# design 1

==> design_1/m1.png <==
Supply wires on this layer in gray.
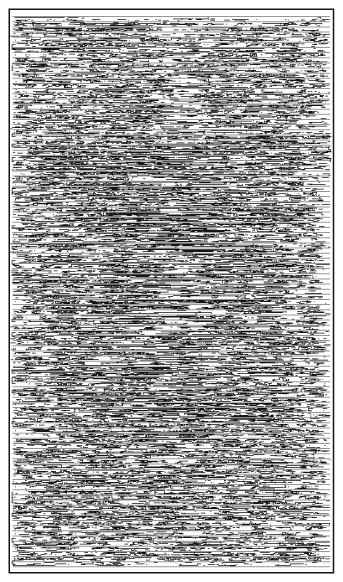
==> design_1/clock_nets.png <==
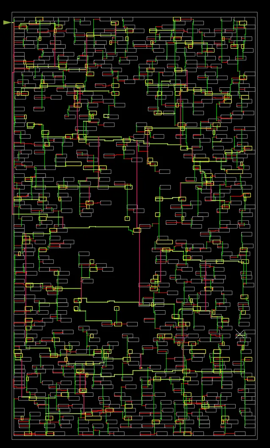
==> design_1/m3.png <==
Scale bar: 50 um. Cells faint in the background.
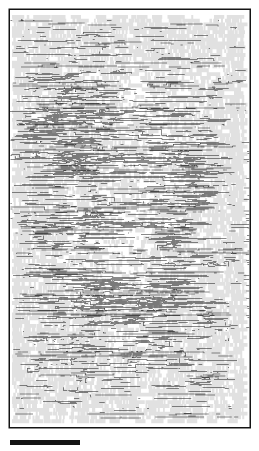
==> config.mk <==
export PLATFORM = sky130hd
export DESIGN_NAME = ad7616_parallel_responder
export DESIGN_NICKNAME = d
export VERILOG_FILES = /design/src/rtl/ad7616_parallel_responder.sv
export SDC_FILE = /design/constraint.sdc
export NUM_CORES = 2
export LEC_CHECK = 0
export ABC_AREA = 0
export CORE_ASPECT_RATIO = 1.75
export CORE_UTILIZATION = 65
export CTS_BUF_LIST = sky130_fd_sc_hd__clkbuf_8
export CTS_CLUSTER_DIAMETER = 30
export DETAILED_ROUTE_END_ITERATION = 7
export PLACE_DENSITY = 0.83
export SYNTH_ARGS = -nofsm -noshare
export SYNTH_HDL_FRONTEND = slang
export SYNTH_SLANG_ARGS = --single-unit
export TNS_END_PERCENT = 100
==> constraint.sdc <==
create_clock -name sys_clk -period 3.7 [get_ports sys_clk]
set_input_delay 0.74 -clock sys_clk [delete_from_list [all_inputs] [get_ports sys_clk]]
set_output_delay 0.74 -clock sys_clk [all_outputs]
set_load 0.02 [all_outputs]
==> src/rtl/ad7616_parallel_responder.sv <==
// ad7616_parallel_responder
//   Device-side model of the AD7616 parallel bus. It answers cnvst with a timed busy
//   pulse, returns deterministic sample words on read strobes, and holds a 64 x 9-bit
//   register file that the host can write and read back.
//
// Ports
//   sys_clk     single clock for all logic
//   reset       synchronous, active-high reset
//   rx_cnvst    conversion start from host
//   rx_busy     conversion in progress
//   rx_cs_n     chip select, active low
//   rx_rd_n     read strobe, active low
//   rx_wr_n     write strobe, active low
//   rx_db_o     host-driven data bus (write data)
//   rx_db_t     host tristate, 1 = host is reading
//   rx_db_i     responder-driven data bus (read data)
//   db_drive    responder is driving rx_db_i
//   overrun     one-cycle pulse, cnvst edge ignored during a conversion
//   read_err    one-cycle pulse, sample read while converting
//   conv_count  completed conversions, wraps at 16'hFFFF

module ad7616_parallel_responder #(
   parameter int unsigned BUSY_CYCLES       = 100,
   parameter int unsigned CHANNELS_PER_CONV = 2
) (
   input  logic        sys_clk,
   input  logic        reset,
   input  logic        rx_cnvst,
   output logic        rx_busy,
   input  logic        rx_cs_n,
   input  logic        rx_rd_n,
   input  logic        rx_wr_n,
   input  logic [15:0] rx_db_o,
   input  logic        rx_db_t,
   output logic [15:0] rx_db_i,
   output logic        db_drive,
   output logic        overrun,
   output logic        read_err,
   output logic [15:0] conv_count
);

   typedef enum logic [1:0] {StIdle, StConv, StReady} state_e;

   localparam logic [15:0] BusyLoad = 16'(BUSY_CYCLES - 1);
   localparam logic [3:0]  PtrLast  = 4'(CHANNELS_PER_CONV - 1);

   // Two-stage input capture; q1 is the newer sample.
   logic cnvst_q1, cnvst_q2;
   logic cs_q1, cs_q2;
   logic rd_q1, rd_q2;
   logic wr_q1, wr_q2;

   logic [15:0] wdata_q;

   state_e      state_q, state_d;
   logic [15:0] busy_cnt_q, busy_cnt_d;
   logic [3:0]  ptr_q, ptr_d;
   logic        armed_q, armed_d;
   logic [5:0]  arm_addr_q, arm_addr_d;
   logic [8:0]  regs_q [64];
   logic [8:0]  regs_d [64];
   logic        rx_busy_q, rx_busy_d;
   logic [15:0] rx_db_i_q, rx_db_i_d;
   logic        db_drive_q, db_drive_d;
   logic        overrun_q, overrun_d;
   logic        read_err_q, read_err_d;
   logic [15:0] conv_count_q, conv_count_d;

   logic        cnvst_rise, rd_fall, rd_rise, cs_rise, wr_rise;
   logic        wr_ok, read_ok;
   logic [11:0] conv_idx;

   always_comb begin
      cnvst_rise = cnvst_q1 & ~cnvst_q2;
      rd_fall    = ~rd_q1 & rd_q2;
      rd_rise    = rd_q1 & ~rd_q2;
      cs_rise    = cs_q1 & ~cs_q2;
      wr_rise    = wr_q1 & ~wr_q2;
      // cs must have been low while wr was low, and rd must not overlap the write pulse.
      wr_ok      = wr_rise & ~cs_q2 & rd_q2;
      read_ok    = rd_fall & ~cs_q1;
      // In READY conv_count has already been bumped; samples carry the pre-increment index.
      conv_idx   = conv_count_q[11:0] - 12'd1;

      state_d      = state_q;
      busy_cnt_d   = busy_cnt_q;
      ptr_d        = ptr_q;
      armed_d      = armed_q;
      arm_addr_d   = arm_addr_q;
      regs_d       = regs_q;
      rx_busy_d    = rx_busy_q;
      rx_db_i_d    = rx_db_i_q;
      db_drive_d   = db_drive_q;
      overrun_d    = 1'b0;
      read_err_d   = 1'b0;
      conv_count_d = conv_count_q;

      // Write is handled before the read so a same-cycle arm applies to that read.
      if (wr_ok) begin
         if (wdata_q[15]) begin
            regs_d[wdata_q[14:9]] = wdata_q[8:0];
         end else begin
            armed_d    = 1'b1;
            arm_addr_d = wdata_q[14:9];
         end
      end

      if (read_ok) begin
         db_drive_d = 1'b1;
         if (armed_d) begin
            rx_db_i_d = {1'b0, arm_addr_d, regs_d[arm_addr_d]};
            armed_d   = 1'b0;
         end else begin
            unique case (state_q)
               StReady: begin
                  rx_db_i_d = {ptr_q, conv_idx};
                  ptr_d     = (ptr_q == PtrLast) ? 4'd0 : ptr_q + 4'd1;
               end
               StConv: begin
                  rx_db_i_d  = 16'h0000;
                  read_err_d = 1'b1;
               end
               default: rx_db_i_d = 16'h0000;
            endcase
         end
      end
      if (rd_rise || cs_rise || !rx_db_t) begin
         db_drive_d = 1'b0;
      end

      // Conversion FSM; placed last so a new conversion's pointer reset wins.
      unique case (state_q)
         StConv: begin
            if (cnvst_rise) begin
               overrun_d = 1'b1;
            end
            if (busy_cnt_q == 16'd0) begin
               rx_busy_d    = 1'b0;
               conv_count_d = conv_count_q + 16'd1;
               state_d      = StReady;
            end else begin
               busy_cnt_d = busy_cnt_q - 16'd1;
            end
         end
         default: begin
            if (cnvst_rise) begin
               state_d    = StConv;
               rx_busy_d  = 1'b1;
               busy_cnt_d = BusyLoad;
               ptr_d      = 4'd0;
            end
         end
      endcase
   end

   always_ff @(posedge sys_clk) begin
      if (reset) begin
         cnvst_q1     <= 1'b0;
         cnvst_q2     <= 1'b0;
         cs_q1        <= 1'b1;
         cs_q2        <= 1'b1;
         rd_q1        <= 1'b1;
         rd_q2        <= 1'b1;
         wr_q1        <= 1'b1;
         wr_q2        <= 1'b1;
         wdata_q      <= 16'h0000;
         state_q      <= StIdle;
         busy_cnt_q   <= 16'd0;
         ptr_q        <= 4'd0;
         armed_q      <= 1'b0;
         arm_addr_q   <= 6'd0;
         for (int i = 0; i < 64; i++) begin
            regs_q[i] <= 9'd0;
         end
         rx_busy_q    <= 1'b0;
         rx_db_i_q    <= 16'h0000;
         db_drive_q   <= 1'b0;
         overrun_q    <= 1'b0;
         read_err_q   <= 1'b0;
         conv_count_q <= 16'd0;
      end else begin
         cnvst_q1     <= rx_cnvst;
         cnvst_q2     <= cnvst_q1;
         cs_q1        <= rx_cs_n;
         cs_q2        <= cs_q1;
         rd_q1        <= rx_rd_n;
         rd_q2        <= rd_q1;
         wr_q1        <= rx_wr_n;
         wr_q2        <= wr_q1;
         // Hold the last bus value seen while wr_n was low.
         if (!rx_wr_n) begin
            wdata_q <= rx_db_o;
         end
         state_q      <= state_d;
         busy_cnt_q   <= busy_cnt_d;
         ptr_q        <= ptr_d;
         armed_q      <= armed_d;
         arm_addr_q   <= arm_addr_d;
         regs_q       <= regs_d;
         rx_busy_q    <= rx_busy_d;
         rx_db_i_q    <= rx_db_i_d;
         db_drive_q   <= db_drive_d;
         overrun_q    <= overrun_d;
         read_err_q   <= read_err_d;
         conv_count_q <= conv_count_d;
      end
   end

   assign rx_busy    = rx_busy_q;
   assign rx_db_i    = rx_db_i_q;
   assign db_drive   = db_drive_q;
   assign overrun    = overrun_q;
   assign read_err   = read_err_q;
   assign conv_count = conv_count_q;

endmodule

==> reports/notes.md <==
### Die
- **Initial Utilization** 66.3%
- **die width** 171 um

### Placed design
- **number of buffer cells added on primary ports** 58
- **Placed Instances** 4,990

### Finish
- **Net count, final** 4,475

### Logic synthesis
- **flop and latch count out of synthesis** 664
- **number of warning messages in the yosys log** 0
- **dominant register cell** sky130_fd_sc_hd__dfxtp_1
- **Post-Synthesis Net Count** 4,416
- **Synth Seq Share** 41.1%

### Clock network
- **CTS sink count** 664

### Pwr
- **switching power share of the total** 26.1%
- **static leakage power** 12.7 nW

### Run status
- **violations in the final reports** design-rule violations, negative setup slack
- **run status** finished with violations

### Routing
- **Met1 Wirelength** 43.6 mm
- **per-cell via count in the routed design** 6.91
- **drc violations** 1
- **met3 layer wire length in the routed design** 17.8 mm

### Setup path
- **kind of cell adding the most delay to the critical path** AND-OR/OR-AND gates
- **slowest cell delay on critical path** 0.67 ns

### Final timing
- **final setup margin** -0.0332 ns
- **Final Max Tran Viols** 0
- **Setup-failing EPs final** 2

Notes on design_1/m1.png above:
share of all routed wire: 32%
nets with wire on the layer: 4,183
main direction: horizontal
longest straight run: 66.7 um
routed via count: 35,900
total routed wirelength: 135 mm
met1 usage: 57.1%

Notes on design_1/clock_nets.png above:
layout clock buffer count: 127
final clock skew: 0.0385 ns
clock network power consumption: 6.85 mW
sequential cell count: 664

Notes on design_1/m3.png above:
wire length on this layer: 17,800 um
longest straight run: 81.7 um
nets with wire on the layer: 711
share of all routed wire: 13%
met3 track utilization from global routing: 18.6%

## path summary, 6_finish.rpt
check / startpoint / endpoint / slack (ns) / depth (start not counted)
min: reset / cnvst_q1 / 0.42 / 2
max: cs_q2 / rx_db_i[0] / -0.03 / 11
max reg2reg: cs_q2 / rx_db_i[0] / -0.03 / 11
min reg2reg: regs_q[382] / regs_q[382] / 0.45 / 2
## registers in the layout, indices dropped and copies added, names as in the netlist
| register | cells |
|---|---|
| cs_q1 | 1 |
| wdata_q | 16 |
| regs_q | 576 |
| ptr_q | 4 |
| cnvst_q2 | 1 |
| busy_cnt_q | 16 |
| read_err | 1 |
| arm_addr_q | 6 |
| wr_q1 | 1 |
| overrun | 1 |
| cnvst_q1 | 1 |
| rd_q2 | 1 |
| rd_q1 | 1 |
| db_drive | 1 |
| conv_count | 16 |
| rx_db_i | 16 |
| armed_q | 1 |
| state_q | 2 |
| wr_q2 | 1 |
| cs_q2 | 1 |
## power groups by stage
stage                     logic (mW)  registers [mW]  clock network, mW
after floorplan                0.521            7.39                  0
after global placement         0.842            7.46                  0
after detailed placement       0.847            7.47                  0
after CTS                      0.856            7.31               6.81
after global routing           0.937            7.32               7.14
final                          0.920            7.32               6.85

# design 2

<file path="config.mk">
export PLATFORM = sky130hd
export DESIGN_NAME = fetch_stage
export DESIGN_NICKNAME = d
export VERILOG_FILES = /design/src/rtl/fetch_stage.sv
export SDC_FILE = /design/constraint.sdc
export NUM_CORES = 1
export LEC_CHECK = 0
export ABC_AREA = 1
export CORE_ASPECT_RATIO = 0.8
export CORE_MARGIN = 10
export CORE_UTILIZATION = 46
export DETAILED_ROUTE_END_ITERATION = 10
export PLACE_DENSITY = 0.81
export SYNTH_ARGS = -nofsm -noshare
export SYNTH_HDL_FRONTEND = slang
export SYNTH_SLANG_ARGS = --single-unit
</file>
<file path="constraint.sdc">
create_clock -name clk -period 1.75 [get_ports clk]
set_input_delay 0.2625 -clock clk [delete_from_list [all_inputs] [get_ports clk]]
set_output_delay 0.2625 -clock clk [all_outputs]
set_load 0.005 [all_outputs]
</file>
<file path="src/rtl/fetch_stage.sv">
`default_nettype none
// ============================================================================
// Module   : fetch_stage
// Purpose  : Instruction fetch stage. Keeps a byte-address PC, drives the word
//            index to instruction memory and registers the returned
//            instruction into the IF/ID pipeline register. Handles redirects
//            from execute, downstream stalls, and a terminal HALT instruction.
// Ports    :
//   clk           in   1   rising-edge clock
//   reset         in   1   synchronous active-high reset
//   stall         in   1   freeze PC and IF/ID register
//   branch_taken  in   1   redirect request (beats stall)
//   branch_target in  32   redirect byte address (low 2 bits dropped)
//   Ins           in  32   instruction word for PCAddr (combinational memory)
//   PCAddr        out 32   word index {2'b00, pc[31:2]}
//   IF_ID_PC      out 32   byte address of IF_ID_Ins
//   IF_ID_Ins     out 32   registered instruction
//   IF_ID_valid   out  1   IF_ID_Ins holds a real instruction
//   halted        out  1   fetch has stopped on HALT_INS
// Revision : 1.0 - initial release
// ============================================================================
module fetch_stage #(
  parameter logic [31:0] RESET_PC = 32'h0000_0000,
  parameter logic [31:0] NOP_INS  = 32'h0000_0013,
  parameter logic [31:0] HALT_INS = 32'h0000_0073
) (
  input  logic        clk,
  input  logic        reset,
  input  logic        stall,
  input  logic        branch_taken,
  input  logic [31:0] branch_target,
  input  logic [31:0] Ins,
  output logic [31:0] PCAddr,
  output logic [31:0] IF_ID_PC,
  output logic [31:0] IF_ID_Ins,
  output logic        IF_ID_valid,
  output logic        halted
);

  typedef enum logic [1:0] {
    BOOT = 2'd0,
    RUN  = 2'd1,
    HALT = 2'd2
  } state_t;

  state_t      r_state;
  state_t      w_state_nxt;
  logic [31:0] r_pc;
  logic [31:0] w_pc_nxt;
  logic [31:0] r_if_pc;
  logic [31:0] w_if_pc_nxt;
  logic [31:0] r_if_ins;
  logic [31:0] w_if_ins_nxt;
  logic        r_if_valid;
  logic        w_if_valid_nxt;

  // State register: everything changes only here.
  always_ff @(posedge clk) begin
    if (reset) begin
      r_state    <= BOOT;
      r_pc       <= RESET_PC;
      r_if_pc    <= 32'h0000_0000;
      r_if_ins   <= NOP_INS;
      r_if_valid <= 1'b0;
    end else begin
      r_state    <= w_state_nxt;
      r_pc       <= w_pc_nxt;
      r_if_pc    <= w_if_pc_nxt;
      r_if_ins   <= w_if_ins_nxt;
      r_if_valid <= w_if_valid_nxt;
    end
  end

  // Next-state logic. Defaults hold every register, so each branch only
  // lists what it changes.
  always_comb begin
    w_state_nxt    = r_state;
    w_pc_nxt       = r_pc;
    w_if_pc_nxt    = r_if_pc;
    w_if_ins_nxt   = r_if_ins;
    w_if_valid_nxt = r_if_valid;

    case (r_state)
      BOOT: begin
        // One dead cycle after reset; nothing is captured.
        w_state_nxt = RUN;
      end

      RUN: begin
        if (branch_taken) begin
          // Redirect squashes whatever was being fetched this cycle.
          w_pc_nxt       = {branch_target[31:2], 2'b00};
          w_if_pc_nxt    = 32'h0000_0000;
          w_if_ins_nxt   = NOP_INS;
          w_if_valid_nxt = 1'b0;
        end else if (!stall) begin
          w_if_pc_nxt    = r_pc;
          w_if_ins_nxt   = Ins;
          w_if_valid_nxt = 1'b1;
          if (Ins == HALT_INS) begin
            // The halt instruction is passed down, but fetch stops on it.
            w_state_nxt = HALT;
          end else begin
            w_pc_nxt = r_pc + 32'd4;  // wraps naturally at 2^32
          end
        end
      end

      HALT: begin
        // Redirects are ignored; only reset leaves this state.
        if (!stall) begin
          w_if_ins_nxt   = NOP_INS;
          w_if_valid_nxt = 1'b0;
        end
      end

      default: begin
        // Unreachable encoding: restart cleanly through BOOT.
        w_state_nxt    = BOOT;
        w_pc_nxt       = RESET_PC;
        w_if_pc_nxt    = 32'h0000_0000;
        w_if_ins_nxt   = NOP_INS;
        w_if_valid_nxt = 1'b0;
      end
    endcase
  end

  assign PCAddr      = {2'b00, r_pc[31:2]};
  assign IF_ID_PC    = r_if_pc;
  assign IF_ID_Ins   = r_if_ins;
  assign IF_ID_valid = r_if_valid;
  assign halted      = (r_state == HALT);

endmodule
`default_nettype wire
</file>
==> design_2/m1.png <==
Supply wires on this layer in gray.
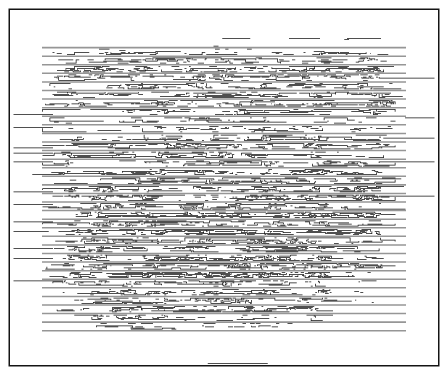
main direction: horizontal
nets with wire on the layer: 913
total routed wirelength: 18.4 mm
met1 usage: 28.2%
routed via count: 5,831

==> design_2/m2.png <==
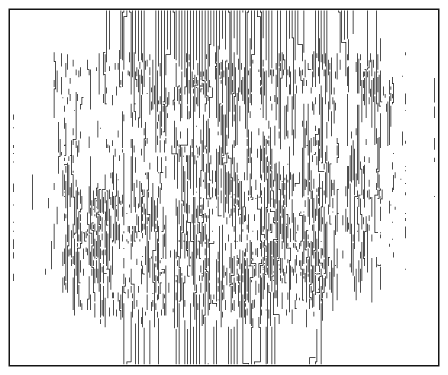
main direction: vertical
nets with wire on the layer: 837
share of all routed wire: 47%
longest straight run: 44.8 um
wire length on this layer: 8,720 um
met2 usage: 38.5%

==> reports/notes.md <==
### Clock network
- **insertion delay at the late pin of the worst-skew pair** 0.35 ns
- **CTS sink count** 96
- **H-tree level count** 3
- **cts bufs inserted** 9

### Finish
- **antenna diode instance count** 0
- **number of logic inverters in the finished layout** 43
- **Area growth syn-to-layout** 50.8%
- **sequential cell count** 96
- **multi-input logic cell count** 563
- **Multi-input gate area** 2630 um^2
- **sequential cell area** 1930 um^2
- **clock distribution area overhead in the final layout** 4.48%
- **proportion of cell area occupied by multi-input gates** 35.4%
- **commonest non-fill, non-tap cell in the layout** sky130_fd_sc_hd__nand2_1
- **tally of filler cells in the layout** 838
- **final design area excluding fillers** 7430 um^2
- **Post-Layout Cell Count** 1,082
- **layout cells sized above 1** 12.0%
- **layout clock buffer count** 12
- **Non-clock buffers** 224

### Logic synthesis
- **Yosys Chip Area** 4930 um^2
- **area of the mapped netlist** 4930 um^2
- **cell types with the largest area share after synthesis** sky130_fd_sc_hd__dfxtp_1 39%, sky130_fd_sc_hd__nand2_1 15%, sky130_fd_sc_hd__nand3_1 10%
- **Commonest cells post-synth** 195 x sky130_fd_sc_hd__nand2_1, 123 x sky130_fd_sc_hd__nor2_1, 100 x sky130_fd_sc_hd__nand3_1
- **Post-synth EDFFs** 0
- **mean instance size in the synthesized netlist** 6.61 um^2
- **flop and latch count out of synthesis** 96

### Pwr
- **Net Sw Power** 2.03 mW
- **Power Sequential** 2.54 mW
- **Power, Total** 6.67 mW
- **static leakage power** 2.87 nW
- **Comb power** 1.92 mW
- **clock power share** 33.2%
- **Largest Pwr Group** registers
- **power density cells** 898 nW/um^2
- **clock network power consumption** 2.21 mW

### Job
- **Tool Warnings** 29
- **max-cap violation count** 0

### Setup path
- **Worst EP arrival** 1.95 ns
- **Worst Setup SP** r_pc[2]
- **Max Fanout on Critical Path** 4
- **path type of the worst setup path** flip-flop to flip-flop
- **launching element type of the critical path** flip-flop
- **flop2flop setup slack** 0.05 ns
- **capture point of the worst path** r_pc[30]
- **Critical Path Sink Type** flip-flop
- **data required time of the worst path** 2.00 ns

### Hold path
- **startpoint of the worst hold path** reset
- **Hold Path Stages** 3
- **Worst Hold Class** input port to flip-flop

### Final timing
- **Tcrit/Tclk final** 97.0%
- **maximum clock rate** 0.589 GHz
- **final setup margin** 0.0532 ns
- **final worst hold slack** 0.259 ns
- **Fin Setup TNS** 0 ns
- **final clock skew** 0.00956 ns
- **number of hold violations in the final report** 0

### Routing
- **count of routing violations after the opening detailed-route iteration** 634
- **per-cell via count in the routed design** 5.39
- **routed length per placed instance** 17.0 um

### Run status
- **run status** finished clean

### Placed design
- **Placed Instances** 1,064
- **HPWL reported at the end of detailed placement** 13.5 mm
- **final weighted congestion in routability-driven placement** 0.937

### Global routing
- **antenna violations before repair** 0
- **global-route wire length before repair** 28.8 mm
- **pin count of the biggest net entering global routing** 56
- **met3 track utilization from global routing** 6.11%

### Die
- **core area** 10,400 um^2

timing repair:
item	CTS	global route
resized	4	14
hold buffers	0	0
pin swaps	0	3
buffers inserted	0	2
endpoints found under the setup margin	6	16
cells by family (layout without fill, tap and decap cells):
kind of cell | Yosys count | count (layout) | synth area share, %
buffers and inverters | 87 | 283 | 8.81
DFF | 96 | 96 | 39.0
and+or+nand+nor | 460 | 460 | 40.9
adders and majority gates | 1 | 1 | 0.254
other | 1 | 2 | 0.0761
AOI/OAI and AO/OA | 100 | 100 | 10.9
worst max-delay path, stage by stage (launching register included):
cell and delay (ns):
sky130_fd_sc_hd__dfxtp_2 0.34, sky130_fd_sc_hd__ha_2 0.21, sky130_fd_sc_hd__nand2_2 0.09, sky130_fd_sc_hd__nor2_4 0.19
sky130_fd_sc_hd__nand3_2 0.20, sky130_fd_sc_hd__nor2_1 0.19, sky130_fd_sc_hd__nand3_1 0.10, sky130_fd_sc_hd__nand2_1 0.07
sky130_fd_sc_hd__nand3_1 0.06, sky130_fd_sc_hd__nor2_1 0.10, sky130_fd_sc_hd__nor2_1 0.05
routing by layer:
metal	share of wire, %	vias up
li1	-	2812
met5	0	-
met1	41	2673
met2	47	307
met4	1.9	0
met3	10	39

# design 3

**src/rtl/tl_sensor_front_pkg.sv**
```systemverilog
// Shared definitions for the left-turn controller sensor front end:
// light codes, lane numbering and the per-lane serving decode.
package tl_sensor_front_pkg;

  typedef enum logic [1:0] {
    GREEN  = 2'b00,
    YELLOW = 2'b01,
    RED    = 2'b10,
    LEFT   = 2'b11
  } light_e;

  localparam int NUM_LANES = 4;

  // Lane order matches the urgent vector: {bl, b, al, a}
  localparam int LANE_A  = 0;
  localparam int LANE_AL = 1;
  localparam int LANE_B  = 2;
  localparam int LANE_BL = 3;

  // One bit per lane: the controller is currently showing that lane its light
  function automatic logic [NUM_LANES-1:0] serve_vec(input logic [1:0] la,
                                                     input logic [1:0] lb);
    serve_vec = {lb == LEFT, lb == GREEN, la == LEFT, la == GREEN};
  endfunction

endpackage

```
**src/rtl/tl_debounce.sv**
```systemverilog
// Two-flop synchronizer followed by a level debouncer: the output only
// follows the synchronized input after DEB_CYCLES consecutive differing samples.
module tl_debounce #(
  parameter int DEB_CYCLES = 3
) (
  input  logic clk,
  input  logic reset_n,
  input  logic din,
  output logic dout
);

  localparam int CNT_W = (DEB_CYCLES > 1) ? $clog2(DEB_CYCLES) : 1;

  logic             s1, s2;
  logic [CNT_W-1:0] cnt;

  // Synchronize, then count consecutive disagreeing samples before toggling
  always_ff @(posedge clk or negedge reset_n) begin
    if (!reset_n) begin
      s1   <= 1'b0;
      s2   <= 1'b0;
      cnt  <= '0;
      dout <= 1'b0;
    end else begin
      s1 <= din;
      s2 <= s1;
      if (s2 == dout) begin
        cnt <= '0;
      end else if (cnt == CNT_W'(DEB_CYCLES - 1)) begin
        dout <= ~dout;
        cnt  <= '0;
      end else begin
        cnt <= cnt + CNT_W'(1);
      end
    end
  end

endmodule

```
**src/rtl/tl_sensor_front.sv**
```systemverilog
// Detector front end: debounces the four loops, latches each request until
// its light is shown, and flags requests that have waited too long.
module tl_sensor_front
  import tl_sensor_front_pkg::*;
#(
  parameter int DEB_CYCLES = 3,
  parameter int MAX_WAIT   = 15,
  parameter int WAIT_W     = 4
) (
  input  logic       clk,
  input  logic       reset_n,
  input  logic       det_a,
  input  logic       det_al,
  input  logic       det_b,
  input  logic       det_bl,
  input  logic [1:0] La,
  input  logic [1:0] Lb,
  output logic       Ta,
  output logic       Tal,
  output logic       Tb,
  output logic       Tbl,
  output logic [3:0] urgent
);

  logic [NUM_LANES-1:0]             det;
  logic [NUM_LANES-1:0]             deb;
  logic [NUM_LANES-1:0]             deb_d;
  logic [NUM_LANES-1:0]             pend;
  logic [NUM_LANES-1:0]             serve;
  logic [NUM_LANES-1:0]             urg;
  logic [NUM_LANES-1:0][WAIT_W-1:0] wcnt;

  assign det   = {det_bl, det_b, det_al, det_a};
  assign serve = serve_vec(La, Lb);

  for (genvar g = 0; g < NUM_LANES; g++) begin : g_lane
    tl_debounce #(.DEB_CYCLES(DEB_CYCLES)) u_deb (
      .clk     (clk),
      .reset_n (reset_n),
      .din     (det[g]),
      .dout    (deb[g])
    );
  end

  // Request latch: set on the first cycle deb is high, cleared while served
  // (clear wins; deb alone keeps T up if the detector is still occupied)
  always_ff @(posedge clk or negedge reset_n) begin
    if (!reset_n) begin
      deb_d <= '0;
      pend  <= '0;
    end else begin
      deb_d <= deb;
      pend  <= ~serve & (pend | (deb & ~deb_d));
    end
  end

  // Starvation timers: count unserved pending cycles, saturate, flag at the limit
  always_ff @(posedge clk or negedge reset_n) begin
    if (!reset_n) begin
      wcnt <= '0;
      urg  <= '0;
    end else begin
      for (int i = 0; i < NUM_LANES; i++) begin
        if (!pend[i] || serve[i]) begin
          wcnt[i] <= '0;
          urg[i]  <= 1'b0;
        end else if (wcnt[i] != WAIT_W'(MAX_WAIT)) begin
          wcnt[i] <= wcnt[i] + WAIT_W'(1);
          if (wcnt[i] == WAIT_W'(MAX_WAIT - 1)) urg[i] <= 1'b1;
        end
      end
    end
  end

  assign {Tbl, Tb, Tal, Ta} = deb | pend;
  assign urgent             = urg;

endmodule

```
**config.mk**
```make
export PLATFORM = sky130hd
export DESIGN_NAME = tl_sensor_front
export DESIGN_NICKNAME = d
export VERILOG_FILES = /design/src/rtl/tl_sensor_front_pkg.sv /design/src/rtl/tl_debounce.sv /design/src/rtl/tl_sensor_front.sv
export SDC_FILE = /design/constraint.sdc
export NUM_CORES = 1
export LEC_CHECK = 0
export CORE_UTILIZATION = 56
export CTS_CLUSTER_SIZE = 40
export DETAILED_ROUTE_END_ITERATION = 8
export DONT_BUFFER_PORTS = 1
export PLACE_DENSITY = 0.74
export SYNTH_ARGS = -nofsm -noshare
export SYNTH_HDL_FRONTEND = slang
export SYNTH_SLANG_ARGS = --single-unit
```
**constraint.sdc**
```tcl
create_clock -name clk -period 1.1 [get_ports clk]
set_input_delay 0.275 -clock clk [delete_from_list [all_inputs] [get_ports clk]]
set_output_delay 0.275 -clock clk [all_outputs]
set_load 0.05 [all_outputs]
```
==> design_3/m1.png <==
Supply wires on this layer in gray.
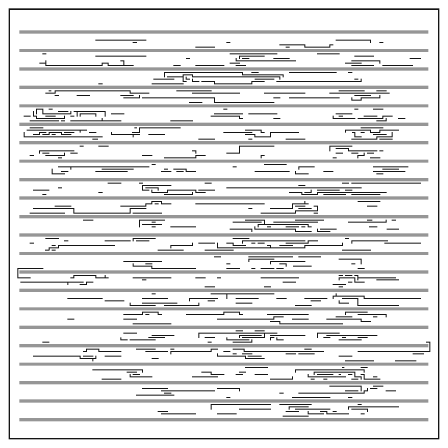
longest straight run: 19.8 um
share of all routed wire: 41%
nets with wire on the layer: 192
main direction: horizontal
total routed wirelength: 3.62 mm
met1 usage: 23.5%
routed via count: 1,341

==> reports/notes.md <==
### Logic synthesis
- **cell types with the largest area share after synthesis** sky130_fd_sc_hd__dfrtp_1 57%, sky130_fd_sc_hd__ha_1 4.8%, sky130_fd_sc_hd__nor2b_1 3.6%
- **flop and latch count out of synthesis** 48
- **count of distinct cell types in the synthesized netlist** 25
- **area of the mapped netlist** 2090 um^2
- **simple share** 17.0%
- **post-synthesis cell count from yosys** 164
- **xor+xnor area frac** 1.68%
- **area share of and-or/or-and cells after synthesis** 13.3%
- **area share of the largest cell type after synthesis** 57.5%
- **multiplexer area fraction after synthesis** 2.16%
- **Commonest cells post-synth** 48 x sky130_fd_sc_hd__dfrtp_1, 12 x sky130_fd_sc_hd__a21oi_1, 12 x sky130_fd_sc_hd__nor2b_1
- **mean instance size in the synthesized netlist** 12.7 um^2
- **cell count after synthesis** 164
- **adder share** 4.79%
- **number of warning messages in the yosys log** 0
- **most repeated cell in the gate-level netlist after synthesis** sky130_fd_sc_hd__dfrtp_1

### Finish
- **Net count, final** 209
- **Non-clock buffers** 24
- **sequential cell area share** 48.1%
- **sequential cell area** 1210 um^2
- **sequential cell count** 48
- **multi-input logic cell count** 104

### Run status
- **violations in the final reports** negative hold slack, negative setup slack
- **run status** finished with violations

### Global routing
- **global-route wire length before repair** 6.43 mm
- **antenna violations before repair** 0
- **pin count of the biggest net entering global routing** 49
- **residual overflow from global routing** 0
- **number of global-route vias before repair** 1,480

### Routing
- **number of search-and-repair iterations in the first detailed-routing pass** 4
- **number of nets with antenna violations after routing** 0
- **detailed route wirelength on metal2** 1.93 mm
- **highest metal layer used by the detailed router** met4
- **drc violations** 0

### Placed design
- **Placed Instances** 221
- **HPWL reported at the end of detailed placement** 2.39 mm
- **worst setup slack before clock tree synthesis** -0.0683 ns
- **final weighted congestion in routability-driven placement** 0.756

### Final timing
- **max_slew headroom** 77.9%
- **Setup-failing EPs final** 10
- **maximum clock rate** 0.779 GHz
- **Tcrit/Tclk final** 117%
- **Fin Setup TNS** -0.855 ns
- **final worst hold slack** -0.342 ns
- **transition time at the pin with the least slew margin** 0.332 ns
- **setup repair after global routing missed its margin** true
- **Final Max Tran Viols** 0
- **number of hold violations in the final report** 48
- **final setup margin** -0.184 ns

### Setup path
- **launching element type of the critical path** flip-flop
- **path type of the worst setup path** flip-flop to output pin
- **Critical Path Sink Type** output pin
- **data required time of the worst path** 0.82 ns
- **cells along the critical path** or2_4

### Clock network
- **count of hold-fix buffers inserted at cts** 4
- **H-tree level count** 2
- **clock transition time at the flip-flop clock pins of the worst setup and hold paths** 0.08 ns
- **CTS sink count** 48

### Pwr
- **Power, Total** 5.98 mW
- **power density cells** 2380 nW/um^2

### Job
- **Tool Warnings** 34
- **max-cap violation count** 0

### Die
- **number of standard-cell rows in the floorplan** 21
- **height of the die** 63.1 um
- **Initial Utilization** 60.7%

==> design_3/m2.png <==
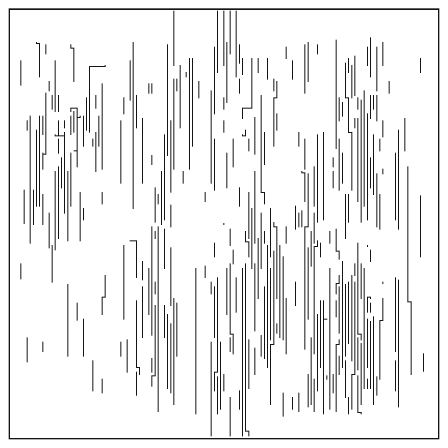
nets with wire on the layer: 186
longest straight run: 27.2 um
met2 usage: 37.2%

==> where the power goes <==
part | switching [mW] | internal, mW | total (mW)
clock network | 0.535 | 0.513 | 1.05
registers | 0.394 | 2.25 | 2.64
logic | 1.11 | 1.17 | 2.29
total | 2.04 | 3.94 | 5.98
==> registers in the layout, summed over array words and instances, names as in the netlist <==
signal	flops
g_lane.u_deb.dout	4
g_lane.u_deb.s1	4
g_lane.u_deb.s2	4
pend	4
deb_d	4
wcnt	16
g_lane.u_deb.cnt	8
urgent	4
==> final timing paths <==
| check | start | to | cells after the start | slack, ns |
|---|---|---|---|---|
| hold / removal | reset_n | wcnt[7] | 0 | -0.34 |
| hold reg to reg | g_lane[1].u_deb.s1 | g_lane[1].u_deb.s2 | 0 | 0.35 |
| setup reg to reg | wcnt[5] | wcnt[5] | 3 | -0.07 |
| max in group asynchronous | reset_n | g_lane[0].u_deb.s1 | 0 | 1.34 |
| min in group clk | La[0] | pend[1] | 1 | 0.05 |
| setup / recovery | g_lane[3].u_deb.dout | Tbl | 1 | -0.18 |
==> what timing repair did <==
item                       in CTS  in global routing
hold endpoints to repair       52                 48
resized                        14                 19
pin swaps                      10                 12
setup endpoints to repair      22                 21
setup buffers                   3                  3

# design 4

==> design_4/m1.png <==
Supply wires on this layer in gray.
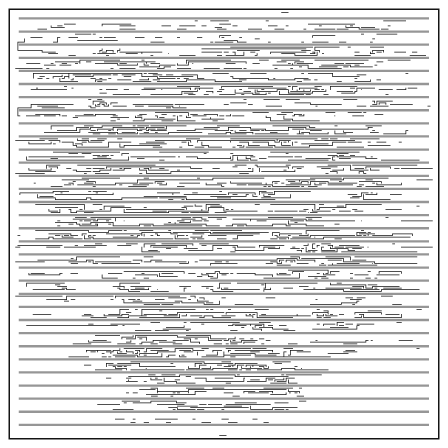
==> design_4/m2.png <==
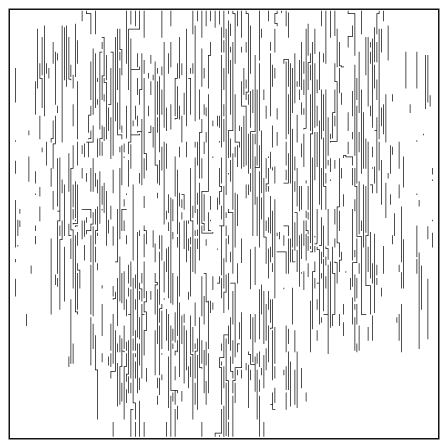
==> design_4/m3.png <==
Scale bar: 20 um. Cells faint in the background.
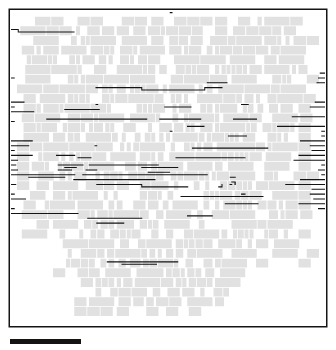
--- config.mk ---
export PLATFORM = sky130hd
export DESIGN_NAME = alu_result_stage
export DESIGN_NICKNAME = d
export VERILOG_FILES = /design/src/rtl/alu_result_stage.sv
export SDC_FILE = /design/constraint.sdc
export NUM_CORES = 1
export LEC_CHECK = 0
export CORE_MARGIN = 1.5
export CORE_UTILIZATION = 53
export CTS_CLUSTER_DIAMETER = 60
export DETAILED_ROUTE_END_ITERATION = 12
export GPL_TIMING_DRIVEN = 0
export PLACE_DENSITY = 0.85
export SLEW_MARGIN = 20
export SYNTH_ARGS = -nofsm -noshare
export SYNTH_HDL_FRONTEND = slang
export SYNTH_SLANG_ARGS = --single-unit
--- constraint.sdc ---
create_clock -name clk -period 2.74 [get_ports clk]
set_clock_uncertainty 0.05 [all_clocks]
set_input_delay 0.548 -clock clk [delete_from_list [all_inputs] [get_ports clk]]
set_output_delay 0.548 -clock clk [all_outputs]
set_load 0.1 [all_outputs]
--- src/rtl/alu_result_stage.sv ---
// Registered ALU result stage: computes status flags on accept and holds them,
// with the result, in a two-entry skid buffer behind a valid/ready handshake.
module alu_result_stage #(
  parameter int unsigned WIDTH = 32,
  parameter int unsigned CNT_W = 16
) (
  input  logic             clk,
  input  logic             rst,
  input  logic             in_valid,
  output logic             in_ready,
  input  logic [WIDTH-1:0] in_result,
  input  logic [1:0]       in_sel,
  input  logic             in_carry,
  input  logic             in_a_msb,
  input  logic             in_b_msb,
  output logic             out_valid,
  input  logic             out_ready,
  output logic [WIDTH-1:0] out_result,
  output logic             out_zero,
  output logic             out_neg,
  output logic             out_carry,
  output logic             out_ovf,
  output logic [CNT_W-1:0] acc_count
);

  typedef struct packed {
    logic [WIDTH-1:0] result;
    logic             zero;
    logic             neg;
    logic             carry;
    logic             ovf;
  } entry_t;

  typedef enum logic [1:0] {EMPTY, ONE, TWO} state_t;

  state_t           state_q, state_d;
  entry_t           main_q, main_d;
  entry_t           skid_q, skid_d;
  entry_t           new_e;
  logic             in_ready_q, in_ready_d;
  logic [CNT_W-1:0] acc_q, acc_d;
  logic             accept, transfer;

  assign accept   = in_valid & in_ready_q;
  assign transfer = out_valid & out_ready;

  // Flags are derived from the raw ALU sideband at accept time.
  always_comb begin
    new_e        = '0;
    new_e.result = in_result;
    new_e.zero   = (in_result == '0);
    new_e.neg    = in_result[WIDTH-1];
    case (in_sel)
      2'b10: begin
        new_e.carry = in_carry;
        new_e.ovf   = (in_a_msb == in_b_msb) & (in_result[WIDTH-1] != in_a_msb);
      end
      2'b11: begin
        new_e.carry = in_carry;
        new_e.ovf   = (in_a_msb != in_b_msb) & (in_result[WIDTH-1] != in_a_msb);
      end
      default: begin
        new_e.carry = 1'b0;
        new_e.ovf   = 1'b0;
      end
    endcase
  end

  always_ff @(posedge clk) begin
    if (rst) begin
      state_q    <= EMPTY;
      main_q     <= '0;
      skid_q     <= '0;
      in_ready_q <= 1'b0;
      acc_q      <= '0;
    end else begin
      state_q    <= state_d;
      main_q     <= main_d;
      skid_q     <= skid_d;
      in_ready_q <= in_ready_d;
      acc_q      <= acc_d;
    end
  end

  always_comb begin
    state_d = state_q;
    main_d  = main_q;
    skid_d  = skid_q;
    case (state_q)
      EMPTY: begin
        if (accept) begin
          state_d = ONE;
          main_d  = new_e;
        end
      end
      ONE: begin
        if (accept && transfer) begin
          main_d = new_e;
        end else if (accept) begin
          state_d = TWO;
          skid_d  = new_e;
        end else if (transfer) begin
          state_d = EMPTY;
        end
      end
      TWO: begin
        if (transfer) begin
          state_d = ONE;
          main_d  = skid_q;
        end
      end
      default: state_d = EMPTY;
    endcase
    // Registered ready: looks at the next state, so no path from out_ready.
    in_ready_d = (state_d != TWO);
    acc_d      = (accept && (acc_q != '1)) ? acc_q + CNT_W'(1) : acc_q;
  end

  always_comb begin
    out_valid  = (state_q != EMPTY);
    in_ready   = in_ready_q;
    out_result = main_q.result;
    out_zero   = main_q.zero;
    out_neg    = main_q.neg;
    out_carry  = main_q.carry;
    out_ovf    = main_q.ovf;
    acc_count  = acc_q;
  end

endmodule

==> reports/notes.md <==
### Run status
- **run status** finished clean

### Final timing
- **Setup-failing EPs final** 0

### Hold path
- **startpoint of the worst hold path** skid_q[13]
- **Hold Path Stages** 2

### Logic synthesis
- **main logic family after synthesis** simple AND/OR/NAND/NOR gates
- **async set or reset register ratio after synthesis** 0%
- **count of distinct cell types in the synthesized netlist** 44
- **post-synthesis cell count from yosys** 445
- **area of the mapped netlist** 3900 um^2
- **xor+xnor area frac** 0.225%
- **Post-Synthesis Net Count** 487

### Setup path
- **R2R Path Start** acc_count[0]
- **cells along the critical path** clkdlybuf4s50_1
- **Critical Path Sink Type** output pin
- **Max Fanout on Critical Path** 8

### Die
- **height of the die** 88.8 um
- **die width** 88.8 um
- **number of standard-cell rows in the floorplan** 31

### Clock network
- **Resize count post-CTS** 0

### Finish
- **sequential cell area** 1780 um^2
- **Net count, final** 591
- **commonest non-fill, non-tap cells in the layout** 92 x sky130_fd_sc_hd__clkdlybuf4s50_1, 89 x sky130_fd_sc_hd__dfxtp_1, 78 x sky130_fd_sc_hd__nand2_1
- **dominant kind of cell** combinational gates

### Pwr
- **Largest Pwr Group** registers
- **share of power burned in combinational logic** 23.0%
- **internal power consumption** 1.99 mW
- **Net Sw Power** 994 uW

### Global routing
- **overall fraction of global-route tracks in use** 26.4%

### Placed design
- **final weighted congestion in routability-driven placement** 0.839
- **number of buffer cells added on primary ports** 93

Notes on design_4/m1.png above:
main direction: horizontal
share of all routed wire: 44%
routed via count: 3,677
met1 usage: 35.4%
total routed wirelength: 10.2 mm

Notes on design_4/m2.png above:
share of all routed wire: 49%
main direction: vertical
wire length on this layer: 5,030 um
longest straight run: 34.3 um
met2 usage: 44.2%

Notes on design_4/m3.png above:
nets with wire on the layer: 71
wire length on this layer: 610 um
share of all routed wire: 6.0%
met3 track utilization from global routing: 3.54%

[metal layers]
| metal | global-route usage, % | vias up | routed length [um] |
|---|---|---|---|
| met2 | 44.2 | 123 | 5030 |
| li1 | - | 1796 | - |
| met3 | 3.54 | 11 | 610 |
| met1 | 35.4 | 1747 | 4440 |
| met5 | 0 | - | 0 |
| met4 | 8.38 | 0 | 121 |
[state kept, by name, indices dropped and copies added, names as in the netlist]
name / cells
in_ready: 1
state_q: 2
out_ovf: 1
out_carry: 1
acc_count: 16
skid_q: 35
out_result: 32
out_zero: 1
[metrics by stage]
step,hold slack (ns),utilization (%),instances
after floorplan,0.386,-,445
after global placement,0.391,69.1,637
after detailed placement,0.396,69.1,637
after CTS,0.408,71.9,653
after global routing,0.428,71.9,653
final,0.407,71.9,653
[worst max-delay path by stage]
stage,from,endpoint,slack [ns]
after CTS,state_q[0],out_valid,0.04
after detailed placement,in_valid,skid_q[26],0.13
final,acc_count[13],acc_count[13],0.13
after global routing,acc_count[13],acc_count[13],0.07
after global placement,in_valid,skid_q[27],0.22
after floorplan,acc_count[1],acc_count[6],0.16

# design 5

==> design_5/m1.png <==
Supply wires on this layer in gray.
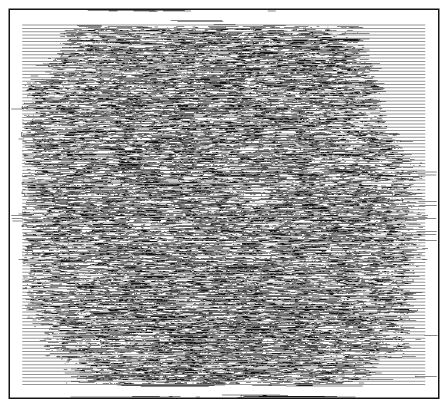
--- src/rtl/regfile_pkg.sv ---
// regfile_pkg -- shared defaults and helpers for scoreboard_regfile.
`default_nettype none

package regfile_pkg;

  localparam int DEFAULT_DATA_W = 32;
  localparam int DEFAULT_NREGS  = 32;
  localparam int DEFAULT_NRD    = 2;
  localparam int ZERO_REG       = 0;

  // Widest legal configuration: 64 registers, 4 read ports.
  localparam int MAX_ADDR_W = 6;
  localparam int MAX_NRD    = 4;

  // Extract read port k's index from a zero-extended packed index vector.
  function automatic logic [MAX_ADDR_W-1:0] rd_index(
    input logic [MAX_NRD*MAX_ADDR_W-1:0] idx_vec,
    input int unsigned                   k,
    input int unsigned                   addr_w
  );
    logic [MAX_NRD*MAX_ADDR_W-1:0] shifted;
    logic [MAX_ADDR_W-1:0]         mask;
    shifted  = idx_vec >> (k * addr_w);
    mask     = (MAX_ADDR_W'(1) << addr_w) - MAX_ADDR_W'(1);
    rd_index = shifted[MAX_ADDR_W-1:0] & mask;
  endfunction

endpackage

`default_nettype wire

--- src/rtl/regfile_scoreboard.sv ---
// regfile_scoreboard -- per-register pending bits; a same-cycle mark beats the write-back clear.
`default_nettype none

module regfile_scoreboard
  import regfile_pkg::*;
#(
  parameter int NREGS  = DEFAULT_NREGS,
  parameter int ADDR_W = $clog2(NREGS)
) (
  input  logic              clk,
  input  logic              rst_n,
  input  logic              wb_i,
  input  logic [ADDR_W-1:0] wr_reg_i,
  input  logic              mark_en_i,
  input  logic [ADDR_W-1:0] mark_reg_i,
  output logic [NREGS-1:0]  pending_o,
  output logic              any_pending_o
);

  logic [NREGS-1:0] pending_q;
  logic [NREGS-1:0] pending_d;

  always_comb begin
    pending_d = pending_q;
    for (int i = 1; i < NREGS; i++) begin
      if (wb_i && (wr_reg_i == ADDR_W'(i))) begin
        pending_d[i] = 1'b0;
      end
      if (mark_en_i && (mark_reg_i == ADDR_W'(i))) begin
        pending_d[i] = 1'b1;
      end
    end
    pending_d[ZERO_REG] = 1'b0;
  end

  always_ff @(posedge clk or negedge rst_n) begin
    if (!rst_n) begin
      pending_q <= '0;
    end else begin
      pending_q <= pending_d;
    end
  end

  assign pending_o     = pending_q;
  assign any_pending_o = |pending_q;

endmodule

`default_nettype wire

--- src/rtl/scoreboard_regfile.sv ---
// scoreboard_regfile -- register file with registered read ports and pending-operand scoreboard.
// Define REGFILE_BYPASS_EN to forward same-cycle write-back data and readiness to the read ports.
`default_nettype none

module scoreboard_regfile
  import regfile_pkg::*;
#(
  parameter int DATA_W = DEFAULT_DATA_W,
  parameter int NREGS  = DEFAULT_NREGS,
  parameter int NRD    = DEFAULT_NRD,
  parameter int ADDR_W = $clog2(NREGS)
) (
  input  logic                  clk,
  input  logic                  rst_n,
  input  logic                  WB,
  input  logic [ADDR_W-1:0]     wr_reg,
  input  logic [DATA_W-1:0]     wr_data,
  input  logic                  mark_en,
  input  logic [ADDR_W-1:0]     mark_reg,
  input  logic [NRD*ADDR_W-1:0] rd_reg,
  output logic [NRD*DATA_W-1:0] rd_data,
  output logic [NRD-1:0]        rd_ready,
  output logic                  any_pending
);

  logic [DATA_W-1:0]             mem_q [NREGS];
  logic [NREGS-1:0]              pending;
  logic [MAX_NRD*MAX_ADDR_W-1:0] rd_reg_ext;
  logic [NRD*DATA_W-1:0]         rd_data_d;
  logic [NRD*DATA_W-1:0]         rd_data_q;
  logic [NRD-1:0]                rd_ready_d;
  logic [NRD-1:0]                rd_ready_q;
  logic                          wr_ok;

  assign wr_ok = WB && (wr_reg != ADDR_W'(ZERO_REG));

  regfile_scoreboard #(
    .NREGS  (NREGS),
    .ADDR_W (ADDR_W)
  ) u_scoreboard (
    .clk           (clk),
    .rst_n         (rst_n),
    .wb_i          (WB),
    .wr_reg_i      (wr_reg),
    .mark_en_i     (mark_en),
    .mark_reg_i    (mark_reg),
    .pending_o     (pending),
    .any_pending_o (any_pending)
  );

  always_comb begin
    rd_reg_ext                 = '0;
    rd_reg_ext[NRD*ADDR_W-1:0] = rd_reg;
  end

  for (genvar k = 0; k < NRD; k++) begin : g_rd
    logic [ADDR_W-1:0] idx;
    logic [DATA_W-1:0] data;
    logic              ready;

    assign idx = ADDR_W'(rd_index(rd_reg_ext, k, ADDR_W));

    always_comb begin
      if (idx == ADDR_W'(ZERO_REG)) begin
        data  = '0;
        ready = 1'b1;
      end else begin
        data  = mem_q[idx];
        ready = ~pending[idx];
      end
`ifdef REGFILE_BYPASS_EN
      // A fresh mark on the same register means a newer producer is still in flight.
      if (wr_ok && (wr_reg == idx)) begin
        data  = wr_data;
        ready = !(mark_en && (mark_reg == idx));
      end
`endif
    end

    assign rd_data_d[k*DATA_W +: DATA_W] = data;
    assign rd_ready_d[k]                 = ready;
  end

  always_ff @(posedge clk or negedge rst_n) begin
    if (!rst_n) begin
      for (int i = 0; i < NREGS; i++) begin
        mem_q[i] <= '0;
      end
    end else if (wr_ok) begin
      mem_q[wr_reg] <= wr_data;
    end
  end

  always_ff @(posedge clk or negedge rst_n) begin
    if (!rst_n) begin
      rd_data_q  <= '0;
      rd_ready_q <= '1;
    end else begin
      rd_data_q  <= rd_data_d;
      rd_ready_q <= rd_ready_d;
    end
  end

  assign rd_data  = rd_data_q;
  assign rd_ready = rd_ready_q;

endmodule

`default_nettype wire

--- config.mk ---
export PLATFORM = sky130hd
export DESIGN_NAME = scoreboard_regfile
export DESIGN_NICKNAME = d
export VERILOG_FILES = /design/src/rtl/regfile_pkg.sv /design/src/rtl/regfile_scoreboard.sv /design/src/rtl/scoreboard_regfile.sv
export SDC_FILE = /design/constraint.sdc
export NUM_CORES = 2
export LEC_CHECK = 0
export CAP_MARGIN = 20
export CELL_PAD_IN_SITES_DETAIL_PLACEMENT = 1
export CELL_PAD_IN_SITES_GLOBAL_PLACEMENT = 1
export CORE_ASPECT_RATIO = 0.9
export CORE_MARGIN = 10
export CORE_UTILIZATION = 58
export CTS_CLUSTER_DIAMETER = 100
export DETAILED_ROUTE_END_ITERATION = 7
export GPL_TIMING_DRIVEN = 1
export PLACE_DENSITY = 0.88
export SLEW_MARGIN = 25
export SYNTH_ARGS = -nofsm -noshare
export SYNTH_HDL_FRONTEND = slang
export SYNTH_SLANG_ARGS = --single-unit
--- constraint.sdc ---
create_clock -name clk -period 3.4 [get_ports clk]
set_input_delay 1.02 -clock clk [delete_from_list [all_inputs] [get_ports clk]]
set_output_delay 1.02 -clock clk [all_outputs]
set_load 0.005 [all_outputs]
==> reports/notes.md <==
### Logic synthesis
- **area of the mapped netlist** 57,900 um^2
- **adder share** 0%
- **count of distinct cell types in the synthesized netlist** 47
- **Yosys Chip Area** 57,900 um^2

### Setup path
- **cell with the biggest individual delay on the critical path** sky130_fd_sc_hd__nor4_4

### Final timing
- **maximum clock rate** 0.291 GHz
- **Setup-failing EPs final** 1
- **final setup margin** -0.0374 ns

### Placed design
- **final weighted congestion in routability-driven placement** 0.877
- **Placed Instances** 5,149

### Clock network
- **Clock Tree Buf Depth** 3
- **count of hold-fix buffers inserted at cts** 0
- **H-tree level count** 3

### Run status
- **violations in the final reports** design-rule violations, negative setup slack
- **run status** finished with violations

### Global routing
- **overall fraction of global-route tracks in use** 48.0%

### Routing
- **drc violations** 1

## Picture notes: design_5/m1.png
longest straight run: 91.5 um
main direction: horizontal
share of all routed wire: 30%
wire length on this layer: 82.9 mm
routed via count: 46,200
met1 usage: 52.6%
total routed wirelength: 273 mm

final cells by class:
type | count | area [um^2] | area share, %
multi-input combinational | 2275 | 28100 | 42.3
clock inverter | 55 | 697 | 1.05
inverter | 6 | 27.5 | 0.0414
sequential | 1121 | 28100 | 42.2
tap | 1332 | 1670 | 2.51
antenna | 27 | 67.6 | 0.102
clock buffer | 162 | 3290 | 4.94
timing repair buffer | 419 | 4550 | 6.84
power groups by stage:
stage	combinational (mW)	sequential, mW	clock, mW
5_1_grt	9.51	18.9	14.7
6_report	9.37	18.9	14.3
2_1_floorplan	5.56	17.2	0
4_1_cts	8.68	18.4	13.9
3_3_place_gp	7.39	17.7	0
3_5_place_dp	8.01	18.2	0
registers in the layout, indices dropped and copies added, names as in the netlist:
| register | cells |
|---|---|
| mem_q | 1024 |
| rd_data | 64 |
| rd_ready | 2 |
| u_scoreboard.pending_o | 31 |
per-layer routing:
metal  vias up  part of all wire (%)  GRT usage (%)
li1      15100                     -              -
met1     23000                    30           52.6
met2      5613                    42           67.4
met3      2436                    16           25.4
met4        41                    11           41.9
met5         -                  0.25           3.78


==> notes/layouts.md <==
Pictures saved along the way, in no particular order.

The metal 3 layer.
(a)
Scale bar: 20 um. Cells faint in the background.
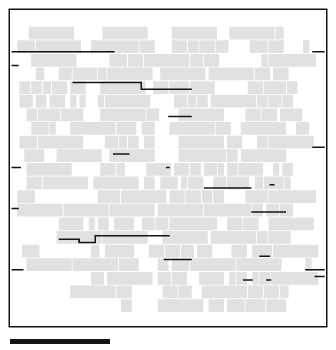
(b)
Scale bar: 50 um. Cells faint in the background.
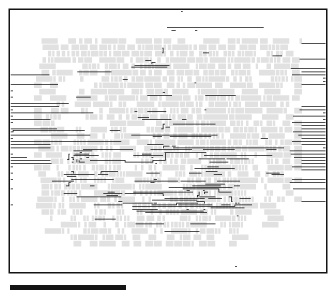
(c)
Scale bar: 100 um. Cells faint in the background.
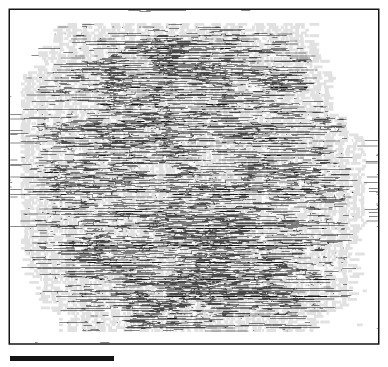
| picture | from |
|---|---|
| (a) | design 3 |
| (b) | design 2 |
| (c) | design 5 |
Of these, largest die: (c)

No activity file was given, so power comes from the tool's default toggle rates.
